=== design 1 ===
<file path="config.mk">
export PLATFORM = sky130hd
export DESIGN_NAME = wrapper_input
export DESIGN_NICKNAME = d
export VERILOG_FILES = /design/src/rtl/wrapper_pkg.sv /design/src/rtl/word_assembler.sv /design/src/rtl/wrapper_input.sv
export SDC_FILE = /design/constraint.sdc
export NUM_CORES = 1
export LEC_CHECK = 0
export ABC_AREA = 0
export CAP_MARGIN = 10
export CORE_MARGIN = 5
export CORE_UTILIZATION = 42
export CTS_CLUSTER_DIAMETER = 30
export DETAILED_ROUTE_END_ITERATION = 8
export PLACE_DENSITY = 0.76
export RECOVER_POWER = 100
export SLEW_MARGIN = 15
export SYNTH_ARGS = -nofsm -noshare
export SYNTH_HDL_FRONTEND = slang
export SYNTH_SLANG_ARGS = --single-unit
export TNS_END_PERCENT = 10
</file>
<file path="constraint.sdc">
create_clock -name clk -period 1.9 [get_ports clk]
set_input_delay 0.19 -clock clk [delete_from_list [all_inputs] [get_ports clk]]
set_output_delay 0.19 -clock clk [all_outputs]
set_load 0.01 [all_outputs]
</file>
<file path="src/rtl/wrapper_pkg.sv">
// Shared definitions for the input and output bus wrappers around the accelerator.
// Holds the wrapper FSM encoding and the byte/word widths.
package wrapper_pkg;

    localparam int BYTE_W = 8;
    localparam int WORD_W = 16;

    typedef enum logic [2:0] {
        S_IDLE     = 3'd0,
        S_REQ      = 3'd1,
        S_WAITBYTE = 3'd2,
        S_ACCEPT   = 3'd3,
        S_START    = 3'd4,
        S_BUSY     = 3'd5
    } state_e;

endpackage

</file>
<file path="src/rtl/word_assembler.sv">
// Collects two bytes into one word: the first byte goes high and the second goes low.
// A 1-bit counter selects the target byte; carry flags the accept that completes the word.
module word_assembler
    import wrapper_pkg::*;
(
    input  logic              clk,
    input  logic              rst,
    input  logic              clr,
    input  logic              cap,
    input  logic              inc,
    input  logic [BYTE_W-1:0] din,
    output logic              carry,
    output logic [WORD_W-1:0] word
);

    logic [BYTE_W-1:0] hi_q, hi_d;
    logic [BYTE_W-1:0] lo_q, lo_d;
    logic              cnt_q, cnt_d;

    always_ff @(posedge clk or posedge rst) begin
        if (rst) begin
            hi_q  <= '0;
            lo_q  <= '0;
            cnt_q <= 1'b0;
        end else begin
            hi_q  <= hi_d;
            lo_q  <= lo_d;
            cnt_q <= cnt_d;
        end
    end

    always_comb begin
        hi_d  = hi_q;
        lo_d  = lo_q;
        cnt_d = cnt_q;
        if (cap) begin
            if (!cnt_q) hi_d = din;
            else        lo_d = din;
        end
        // Clear has priority so an abandoned count never leaks into the next word.
        if (clr)      cnt_d = 1'b0;
        else if (inc) cnt_d = ~cnt_q;
    end

    assign carry = cnt_q & inc;
    assign word  = {hi_q, lo_q};

endmodule

</file>
<file path="src/rtl/wrapper_input.sv">
// Input-side bus wrapper: requests the shared bus, captures two bytes into a word
// and pulses start to the accelerator. Outputs are decoded from the state only.
module wrapper_input
    import wrapper_pkg::*;
(
    input  logic              clk,
    input  logic              rst,
    input  logic [BYTE_W-1:0] inbus,
    input  logic              dvalid,
    input  logic              gnti,
    input  logic              accrdy,
    output logic              reqi,
    output logic              ibe,
    output logic              acc,
    output logic              start,
    output logic [WORD_W-1:0] x
);

    state_e state_q, state_d;
    logic   cap, inc, clr, carry;

    word_assembler u_asm (
        .clk   (clk),
        .rst   (rst),
        .clr   (clr),
        .cap   (cap),
        .inc   (inc),
        .din   (inbus),
        .carry (carry),
        .word  (x)
    );

    always_ff @(posedge clk or posedge rst) begin
        if (rst) state_q <= S_IDLE;
        else     state_q <= state_d;
    end

    always_comb begin
        state_d = state_q;
        reqi    = 1'b0;
        ibe     = 1'b0;
        acc     = 1'b0;
        start   = 1'b0;
        cap     = 1'b0;
        inc     = 1'b0;
        clr     = 1'b0;
        case (state_q)
            S_IDLE: begin
                clr = 1'b1;
                if (accrdy) state_d = S_REQ;
            end
            S_REQ: begin
                reqi = 1'b1;
                if (gnti) state_d = S_WAITBYTE;
            end
            // gnti is no longer consulted: a granted transfer runs to completion.
            S_WAITBYTE: begin
                reqi = 1'b1;
                ibe  = 1'b1;
                if (dvalid) begin
                    cap     = 1'b1;
                    state_d = S_ACCEPT;
                end
            end
            S_ACCEPT: begin
                acc     = 1'b1;
                reqi    = 1'b1;
                inc     = 1'b1;
                state_d = carry ? S_START : S_WAITBYTE;
            end
            S_START: begin
                start   = 1'b1;
                state_d = S_BUSY;
            end
            S_BUSY: begin
                if (!accrdy) state_d = S_IDLE;
            end
            default: state_d = S_IDLE;
        endcase
    end

endmodule

</file>
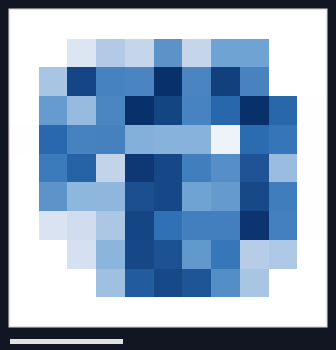
(design_1/util_map.png)
Bar = 20 um. 11 x 11 tiles, from white (low) to dark blue (high), 0 to 100% covered.
- nearly empty tiles: 39%
- tiles over 75% full: 20%
- fullest tile: 100%
core box area: 2000 um^2
pre-placement core utilization: 44.6%
final core utilization: 61.6%

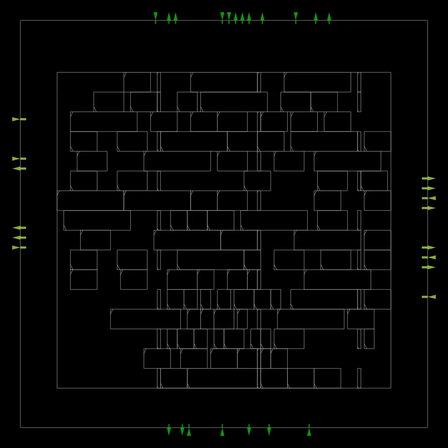
(design_1/placed.png)
Core Rows: 16
Filler Cells Inserted: 178
final instance count without filler cells: 127
inserted tap cell count: 27
total number of sequential cells: 20

==> results.txt <==
Notes on the physical design

The setup TNS after final layout is 0 ps. The script parses the final routing iteration and logs DRC violations as 0. The buffer_ports step reported a buffer count of 32.

The post-synthesis cell type count is 20. The overall global routing resource usage is 12.7%. Post-CTS timing repair inserted 0 buffers for setup.

The detailed router reports a met2 wire length of 881 um. A synthesized cell averages 14.0 um^2. The share of layout cells above drive strength 1 is 18.0%. The biggest slice of the area belongs to sequential cells. The clock input transition at the sequential cells of the worst setup and hold paths is 110 ps.

The H-tree depth reported by CTS is 1. TritonCTS built the clock tree. On met1, the global router reports a usage of 15.2%.

The run finished with clean final reports. Clock skew on the completed layout was measured at 6.41 ps. The worst-path maximum fanout is 9.

The maximum number of pins on one net before global-route repair is 21. The total length of routed wires is 1790 um. In this run, the synthesized area fraction spent on adder and majority cells is recorded as 0%. The timing report shows that the slowest cell on the worst path is clkdlybuf4s50_1. The maximum operating frequency is 552 MHz. Looking at the setup timing report, the critical path kind is reg2out. STA classifies the critical path endpoint as a primary output. The via count of the first global-routing pass was 622.

The number of DRC markers in iteration 0 is 9. The commonest cells after synthesis are dfrtp_1 (20), mux2_2 (9), mux2_4 (8). CTS placed an instance of clkbuf_4 at the clock tree root.

Among all flip-flop cells after synthesis, the most frequent one is dfrtp_1. In the final design database the tool counted 114 nets. The final critical-path share of the clock period is 95.3%. The per-cell via count in the routed design is 4.96. The multiplexer share of the synthesized area is 24.8%. The yosys stat cell total is 64. The fraction of cell area in sequential cells is reported as 40.8%. Gates resized during post-CTS repair numbered 0. Per the final report, max-transition violations number 0.

The total clock buffers created by CTS is 3. The synthesis report lists the Yosys warning total as 0. The maximum cell stage delay along the critical path is 530 ps.
[report_power, final]
part / switching, mW / internal, mW / total [mW] / leakage, nW
clock: 0.127 / 0.117 / 0.244 / 0.0210
combinational: 0.369 / 0.535 / 0.904 / 0.265
sequential: 0.134 / 0.634 / 0.769 / 0.241
total: 0.631 / 1.29 / 1.92 / 0.527
[metrics by stage]
step	area, um^2	hold slack (ps)	total power [mW]
6_report	1230	444	1.92
2_1_floorplan	893	154	1.33
3_3_place_gp	1240	490	1.83
5_1_grt	1230	507	2.05
3_5_place_dp	1240	494	1.86
4_1_cts	1270	333	2.11

=== design 2 ===
===== config.mk =====
export PLATFORM = sky130hd
export DESIGN_NAME = uart_rx
export DESIGN_NICKNAME = d
export VERILOG_FILES = /design/src/rtl/uart_rx.sv
export SDC_FILE = /design/constraint.sdc
export NUM_CORES = 1
export LEC_CHECK = 0
export CAP_MARGIN = 20
export CORE_UTILIZATION = 55
export DETAILED_ROUTE_END_ITERATION = 10
export GPL_ROUTABILITY_DRIVEN = 0
export PLACE_DENSITY = 0.76
export SETUP_SLACK_MARGIN = 0.02
export SYNTH_ARGS = -nofsm -noshare
export SYNTH_HDL_FRONTEND = slang
export SYNTH_SLANG_ARGS = --single-unit

===== constraint.sdc =====
create_clock -name i_clock -period 2.7 [get_ports i_clock]
set_input_delay 0.27 -clock i_clock [delete_from_list [all_inputs] [get_ports i_clock]]
set_output_delay 0.27 -clock i_clock [all_outputs]
set_load 0.02 [all_outputs]

===== src/rtl/uart_rx.sv =====
// rtl/uart_rx.sv - 8N1 UART receiver with 16x oversampling, start-bit validation and framing-error detection
//
// Ports:
//   i_clock        system clock, all logic on the rising edge
//   i_reset        asynchronous active-high reset
//   i_tick         one-clock pulse at 16x the baud rate
//   i_rx_data      serial line, idle high, asynchronous to i_clock
//   o_data_byte    last correctly received byte, zero-extended when DATA_BITS < 8
//   o_rx_done      one-clock pulse when a frame with a good stop bit completes
//   o_frame_error  one-clock pulse when the stop bit samples low

module uart_rx #(
    parameter int DATA_BITS = 8,
    parameter int SB_TICK   = 16
) (
    input  logic       i_clock,
    input  logic       i_reset,
    input  logic       i_tick,
    input  logic       i_rx_data,
    output logic [7:0] o_data_byte,
    output logic       o_rx_done,
    output logic       o_frame_error
);

    typedef enum logic [3:0] {
        IDLE  = 4'b0001,
        START = 4'b0010,
        DATA  = 4'b0100,
        STOP  = 4'b1000
    } state_t;

    localparam logic [4:0] START_MID = 5'd7;
    localparam logic [4:0] BIT_LAST  = 5'd15;
    localparam logic [4:0] STOP_LAST = 5'(SB_TICK - 1);
    localparam logic [2:0] LAST_BIT  = 3'(DATA_BITS - 1);

    state_t                 state_q;
    logic [4:0]             tick_cnt_q;
    logic [2:0]             bit_cnt_q;
    logic [DATA_BITS-1:0]   shift_q;
    logic                   sync1_q;
    logic                   rx_s;

    // Two-flop synchroniser; both stages reset to the idle (high) level so
    // reset release never looks like a start bit.
    always_ff @(posedge i_clock or posedge i_reset) begin
        if (i_reset) begin
            sync1_q <= 1'b1;
            rx_s    <= 1'b1;
        end else begin
            sync1_q <= i_rx_data;
            rx_s    <= sync1_q;
        end
    end

    always_ff @(posedge i_clock or posedge i_reset) begin
        if (i_reset) begin
            state_q       <= IDLE;
            tick_cnt_q    <= '0;
            bit_cnt_q     <= '0;
            shift_q       <= '0;
            o_data_byte   <= '0;
            o_rx_done     <= 1'b0;
            o_frame_error <= 1'b0;
        end else begin
            // Pulses are cleared every clock unless set below.
            o_rx_done     <= 1'b0;
            o_frame_error <= 1'b0;

            case (state_q)
                // Start detection is not gated by i_tick, so a start bit that
                // follows the stop sample directly is caught immediately.
                IDLE: begin
                    if (!rx_s) begin
                        state_q    <= START;
                        tick_cnt_q <= '0;
                    end
                end

                START: begin
                    if (i_tick) begin
                        if (tick_cnt_q == START_MID) begin
                            if (!rx_s) begin
                                state_q    <= DATA;
                                tick_cnt_q <= '0;
                                bit_cnt_q  <= '0;
                            end else begin
                                // Line went back high before mid-bit: glitch.
                                state_q <= IDLE;
                            end
                        end else begin
                            tick_cnt_q <= tick_cnt_q + 5'd1;
                        end
                    end
                end

                // Counting from the start-bit centre, every 16th tick lands
                // on the centre of the next data bit.
                DATA: begin
                    if (i_tick) begin
                        if (tick_cnt_q == BIT_LAST) begin
                            tick_cnt_q <= '0;
                            if (DATA_BITS > 1) begin
                                shift_q <= {rx_s, shift_q[DATA_BITS-1:1]};
                            end else begin
                                shift_q <= rx_s;
                            end
                            if (bit_cnt_q == LAST_BIT) begin
                                state_q <= STOP;
                            end else begin
                                bit_cnt_q <= bit_cnt_q + 3'd1;
                            end
                        end else begin
                            tick_cnt_q <= tick_cnt_q + 5'd1;
                        end
                    end
                end

                STOP: begin
                    if (i_tick) begin
                        if (tick_cnt_q == STOP_LAST) begin
                            if (rx_s) begin
                                o_data_byte <= 8'(shift_q);
                                o_rx_done   <= 1'b1;
                            end else begin
                                o_frame_error <= 1'b1;
                            end
                            state_q    <= IDLE;
                            tick_cnt_q <= '0;
                        end else begin
                            tick_cnt_q <= tick_cnt_q + 5'd1;
                        end
                    end
                end

                default: begin
                    state_q    <= IDLE;
                    tick_cnt_q <= '0;
                    bit_cnt_q  <= '0;
                end
            endcase
        end
    end

endmodule


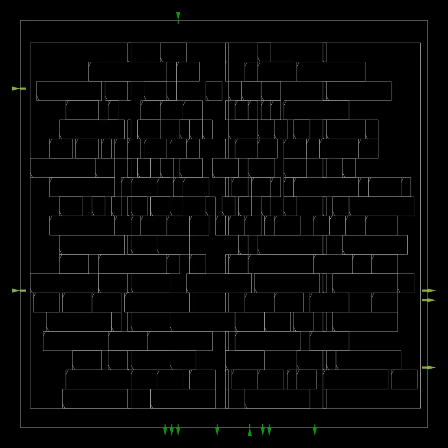
(design_2/placed.png)
inserted tap cell count: 31
total number of sequential cells: 32
Filler Cells Inserted: 237

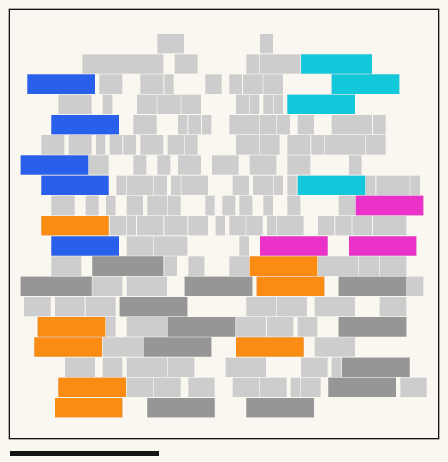
(design_2/ff_map.png)
Bar = 20 um.
- blue: `tick_cnt_q` (flops 5)
- magenta: `bit_cnt_q` (flops 3)
- orange: `shift_q` (flops 8)
- cyan: `state_q` (flops 4; where north-east)
power dissipated in sequential cells: 0.591 mW
final core utilization: 67.1%
fraction of area in registers: 42.0%

cells in the mapped netlist, drive strengths merged (2+ instances only):
master	number
nand2	4
nand3	9
nor4b	2
dfstp	3
nor2	9
a21oi	3
clkbuf	2
o22a	2
dfrtp	29
nor3	2
or2	3
a22o	2
buf	5
or4	2
mux2	17
inv	11
nand4	4
o21ai	7
xor2	2
o211ai	6
nor4	2
ha	4
sequential cells by signal, indices dropped and copies added, names as in the netlist:
name	count
rx_s	1
o_data_byte	8
bit_cnt_q	3
state_q	4
shift_q	8
tick_cnt_q	5
sync1_q	1
o_rx_done	1
o_frame_error	1
==> results.txt <==
Notes on the physical design

Of the total power, combinational logic draws 24.8%. The area of the die is 3320 um^2. The total setup buffers inserted after CTS is 0. The count of cells resized by post-cts repair is 0. The number of antenna diodes in the final layout is 0. The largest contributor to cell area by class is logic gates. The final max-slew violation count recorded for this run is 0. For this run, combinational gates with multiple inputs come to 100.

The number of buffers inserted for hold repair after clock tree synthesis is 0. The OpenROAD report gives the critical path a data arrival time of 2480 ps. The part of the Yosys area used for sequential elements is 47.3%. The yosys stat chip area is 1700 um^2. The share of layout cells above drive strength 1 is 23.5%.

The flow reports power dissipated in the clock network as 0.359 mW. The global routing met1 resource utilization is 29.4%. The register share of total power is 46.7%. The largest power group is sequential cells. The run finished with clean final reports. The count of non-CTS inverters in the layout is 11.

Routing resource usage on met3 recorded by global route was 5.22%. The number of logged tool warnings is 26. The instance count after placement with tap cells included is 189. The power report shows net switching accounting for 33.1% of the total. Per the detail_route report, routed wire per instance is 16.7 um.

The leading register cell type out of synthesis is dfrtp_1. The die span in x is 57.6 um. After layout, the worst path uses 83.2% of the clock period.

The maximum number of pins on one net before global-route repair is 33. In the power breakdown, the internal column shows 0.845 mW. Counting buffers and inverters, the worst setup path is 4 cells deep. The synthesis stat section lists a flop and latch total of 32. In this run the clock root is driven by a clkbuf_4.

After synthesis, the mean cell area works out to 11.3 um^2. The count of library flops with an enable pin is 0. For this run, the detailed router's first-pass iteration total came to 4. Multi-input logic gates represent a cell area share of 42.3%. The met1 layer wirelength in the final routing is 1480 um. Clock tree synthesis inserted a total of 5 buffers.

=== design 3 ===
File: src/rtl/hack_cpu.sv
// Multi-cycle Hack CPU core: FETCH waits on the ROM handshake, DECODE covers the
// RAM read latency, EXECUTE runs the ALU and commits A/D/PC/memory on one edge.
module hack_cpu #(
    parameter logic [15:0] PC_RESET = 16'h0000
) (
    input  logic        clk,
    input  logic        reset_n,
    output logic [15:0] pc,
    output logic        fetch_req,
    input  logic [15:0] instruction,
    input  logic        instr_valid,
    output logic [15:0] address_m,
    input  logic [15:0] in_m,
    output logic [15:0] out_m,
    output logic        write_m
);

    typedef enum logic [1:0] {
        ST_FETCH   = 2'd0,
        ST_DECODE  = 2'd1,
        ST_EXECUTE = 2'd2
    } state_t;

    state_t      r_state;
    state_t      w_state_nxt;
    logic [15:0] r_a;
    logic [15:0] r_d;
    logic [15:0] r_pc;
    logic [15:0] r_ir;
    logic        r_fetch_req;
    logic        r_write_m;

    logic [15:0] w_y;
    logic [15:0] w_alu;
    logic        w_jump;
    logic [15:0] w_pc_inc;
    logic [15:0] w_a_nxt;
    logic [15:0] w_d_nxt;
    logic [15:0] w_pc_nxt;
    logic [15:0] w_ir_nxt;
    logic        w_write_nxt;

    // Hack ALU; c = {zx, nx, zy, ny, f, no}.
    function automatic logic [15:0] hack_alu(input logic [15:0] x_in,
                                             input logic [15:0] y_in,
                                             input logic [5:0]  c);
        logic [15:0] x;
        logic [15:0] y;
        logic [15:0] o;
        x = c[5] ? 16'h0000 : x_in;
        x = c[4] ? ~x : x;
        y = c[3] ? 16'h0000 : y_in;
        y = c[2] ? ~y : y;
        o = c[1] ? (x + y) : (x & y);
        o = c[0] ? ~o : o;
        return o;
    endfunction

    // Jump condition from ALU flags; j = {lt, eq, gt}.
    function automatic logic jump_taken(input logic [15:0] o, input logic [2:0] j);
        logic zr;
        logic ng;
        zr = (o == 16'h0000);
        ng = o[15];
        return (j[2] & ng) | (j[1] & zr) | (j[0] & ~ng & ~zr);
    endfunction

    // ALU operands, result and branch decision for the instruction held in IR.
    always_comb begin
        w_y      = r_ir[12] ? in_m : r_a;
        w_alu    = hack_alu(r_d, w_y, r_ir[11:6]);
        w_jump   = r_ir[15] & jump_taken(w_alu, r_ir[2:0]);
        w_pc_inc = r_pc + 16'd1;
    end

    // Next-state logic of the fetch/decode/execute sequencer.
    always_comb begin
        w_state_nxt = r_state;
        case (r_state)
            ST_FETCH: begin
                if (instr_valid) begin
                    w_state_nxt = ST_DECODE;
                end else begin
                    w_state_nxt = ST_FETCH;
                end
            end
            ST_DECODE:  w_state_nxt = ST_EXECUTE;
            ST_EXECUTE: w_state_nxt = ST_FETCH;
            default:    w_state_nxt = ST_FETCH;
        endcase
    end

    // Architectural register updates; all EXECUTE destinations see pre-EXECUTE values.
    always_comb begin
        w_a_nxt     = r_a;
        w_d_nxt     = r_d;
        w_pc_nxt    = r_pc;
        w_ir_nxt    = r_ir;
        w_write_nxt = 1'b0;
        if ((r_state == ST_FETCH) && instr_valid) begin
            w_ir_nxt = instruction;
        end else begin
            w_ir_nxt = r_ir;
        end
        if (r_state == ST_EXECUTE) begin
            w_pc_nxt = w_jump ? r_a : w_pc_inc;
            if (!r_ir[15]) begin
                w_a_nxt = {1'b0, r_ir[14:0]};
            end else begin
                w_a_nxt = r_ir[5] ? w_alu : r_a;
                w_d_nxt = r_ir[4] ? w_alu : r_d;
            end
        end else begin
            w_pc_nxt = r_pc;
        end
        // IR already holds the instruction while in DECODE, so the strobe can be registered.
        if (w_state_nxt == ST_EXECUTE) begin
            w_write_nxt = r_ir[15] & r_ir[3];
        end else begin
            w_write_nxt = 1'b0;
        end
    end

    // State register.
    always_ff @(posedge clk or negedge reset_n) begin
        if (!reset_n) begin
            r_state <= ST_FETCH;
        end else begin
            r_state <= w_state_nxt;
        end
    end

    // Datapath registers and registered handshake/strobe outputs.
    always_ff @(posedge clk or negedge reset_n) begin
        if (!reset_n) begin
            r_a         <= 16'h0000;
            r_d         <= 16'h0000;
            r_pc        <= PC_RESET;
            r_ir        <= 16'h0000;
            r_fetch_req <= 1'b0;
            r_write_m   <= 1'b0;
        end else begin
            r_a         <= w_a_nxt;
            r_d         <= w_d_nxt;
            r_pc        <= w_pc_nxt;
            r_ir        <= w_ir_nxt;
            r_fetch_req <= (w_state_nxt == ST_FETCH);
            r_write_m   <= w_write_nxt;
        end
    end

    assign pc        = r_pc;
    assign fetch_req = r_fetch_req;
    assign address_m = r_a;
    assign write_m   = r_write_m;
    assign out_m     = (r_state == ST_EXECUTE) ? w_alu : 16'h0000;

endmodule

File: config.mk
export PLATFORM = sky130hd
export DESIGN_NAME = hack_cpu
export DESIGN_NICKNAME = d
export VERILOG_FILES = /design/src/rtl/hack_cpu.sv
export SDC_FILE = /design/constraint.sdc
export NUM_CORES = 1
export LEC_CHECK = 0
export CORE_AREA = 4 4 113 115
export CTS_CLUSTER_DIAMETER = 100
export CTS_CLUSTER_SIZE = 12
export DETAILED_ROUTE_END_ITERATION = 8
export DIE_AREA = 0 0 117 119
export PLACE_DENSITY_LB_ADDON = 0.1
export SETUP_SLACK_MARGIN = 0.05
export SLEW_MARGIN = 20
export SYNTH_ARGS = -nofsm -noshare
export SYNTH_HDL_FRONTEND = slang
export SYNTH_SLANG_ARGS = --single-unit
File: constraint.sdc
create_clock -name clk -period 13.95 [get_ports clk]
set_input_delay 2.0925 -clock clk [delete_from_list [all_inputs] [get_ports clk]]
set_output_delay 2.0925 -clock clk [all_outputs]
set_load 0.01 [all_outputs]
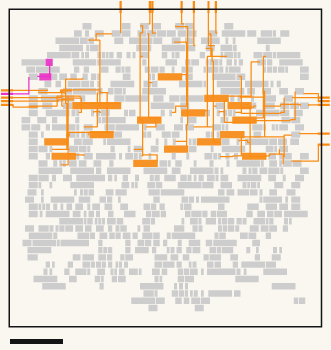
(design_3/port_trees.png)
Bar = 20 um.
- magenta: `instr_valid` (bits 1; direction input; end cells 2; buffers 1; wire 23.8 um)
- orange: `address_m` (bits 16; direction output; end cells 16; buffers 16; wire 1020 um)
count of buffers inserted at the top-level ports: 84
I/O pin count: 85

==> results.txt <==
Notes on the physical design

The number of antenna diodes is 0. By area the synthesized netlist is led by dfrtp_1 (33%), mux2i_1 (6.3%), nand2_1 (4.4%). The flow ran to the end, and the final reports show no timing, DRC or antenna violations.

After filler insertion, the fill cell instance count of the layout stands at 1127. The synthesis log from Yosys contains 0 warnings. After detailed routing, the total wire length is 14400 um. The wire length of the first global-routing pass is 23100 um. In the log, the iteration count for the first detailed-route pass is 4.

The reg-to-reg critical path endpoint is pc[2]. The final critical-path share of the clock period is 57.9%. The well tap count is 147. The number of buffers inserted for hold repair after clock tree synthesis is 0.

In this run the cell area measured after placement is 6060 um^2. The layout net count is 717. The arrival time at the worst endpoint is 5990 ps.

In the hold timing report, the worst path depth is 2. STA classifies the critical path startpoint as an input port. Summed over all cells, the static leakage comes to 2.76 nW. For the finished layout, the period the worst path requires is 8080 ps. The via count of the first global-routing pass is 4418. The instance count of the mapped netlist is 602. The area share of and-or/or-and cells after synthesis is 17.2%. The critical path's slowest stage uses the library cell clkdlybuf4s50_1. The number of logged tool warnings is 26. Entering global routing, the biggest net connects 69 pins. The clock tree skew after final layout is 5.97 ps. The per-cell via count in the routed design is 5.65.

The worst path required time is 11860 ps. Per the detail_route log, met3 wirelength is 567 um. The initial antenna violation count is 0.

Per STA, the highest per-stage delay on the worst path measures 590 ps. The HPWL reported at the end of detailed placement is 10200 um. Looking at the hold checks, the worst path lands on r_d[15]. The most used flip-flop cell after synthesis is dfrtp_1. The dominant kind of combinational cell is simple AND/OR/NAND/NOR gates. The footprint of the flip-flops and latches is 1700 um^2. Dividing total power by cell area gives a power density of 278 nW/um^2.

The number of multi-input logic gates is 476. Dividing the detail-routed wire length by the instance count gives 17.6 um. The worst register-to-register path depth is 16. Static timing analysis puts the maximum clock frequency at 124 MHz. The leading cell type in the layout, fill and taps excluded is clkdlybuf4s50_1. By area, the class that comes first in the final layout consists of logic gates. The area of the core region is 11800 um^2.
==> where the power goes <==
group          switching [mW]  internal (mW)
combinational           0.620          0.504
sequential              0.105          0.273
clock                  0.0885          0.198
total                   0.813          0.975
==> worst max-delay path by stage <==
stage / end / slack, ps / cells past startpoint
floorplan: out_m[14] / 7250 / 14
global placement: out_m[15] / 5970 / 14
detailed placement: out_m[15] / 5930 / 14
CTS: out_m[15] / 5890 / 14
global route: out_m[15] / 5660 / 14
finish: out_m[15] / 5870 / 14
==> tightest hold or removal path, stage by stage (launching register included) <==
cell and delay (ps):
dfrtp_1 340, nand2_1 50, o21ai_0 60


## Gallery

Floorplan with the power grid.
Bar = 20 um. Pins as bars on the die edge. Tap cells in gray.
picture 1
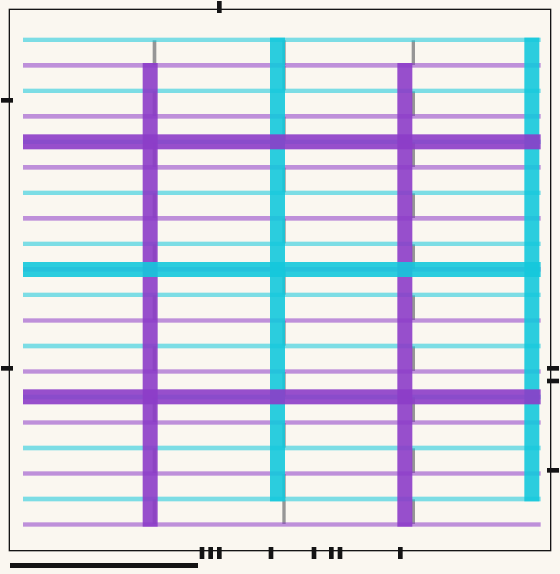
picture 2
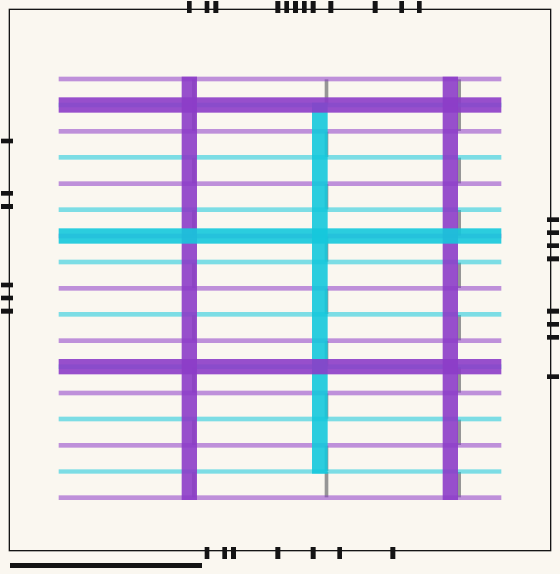
picture 3
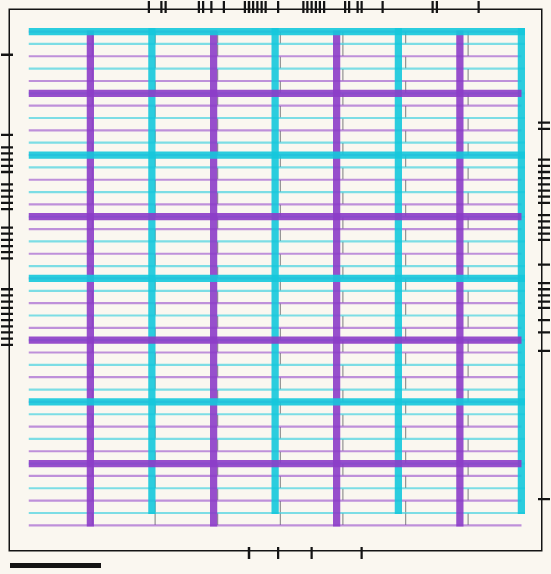
For design 1, see picture 2.
For design 2, see picture 1.
For design 3, see picture 3.
The one with the most pins is picture 3.
The one with the largest die is picture 3.

Power is estimated from default activity; no workload was simulated.
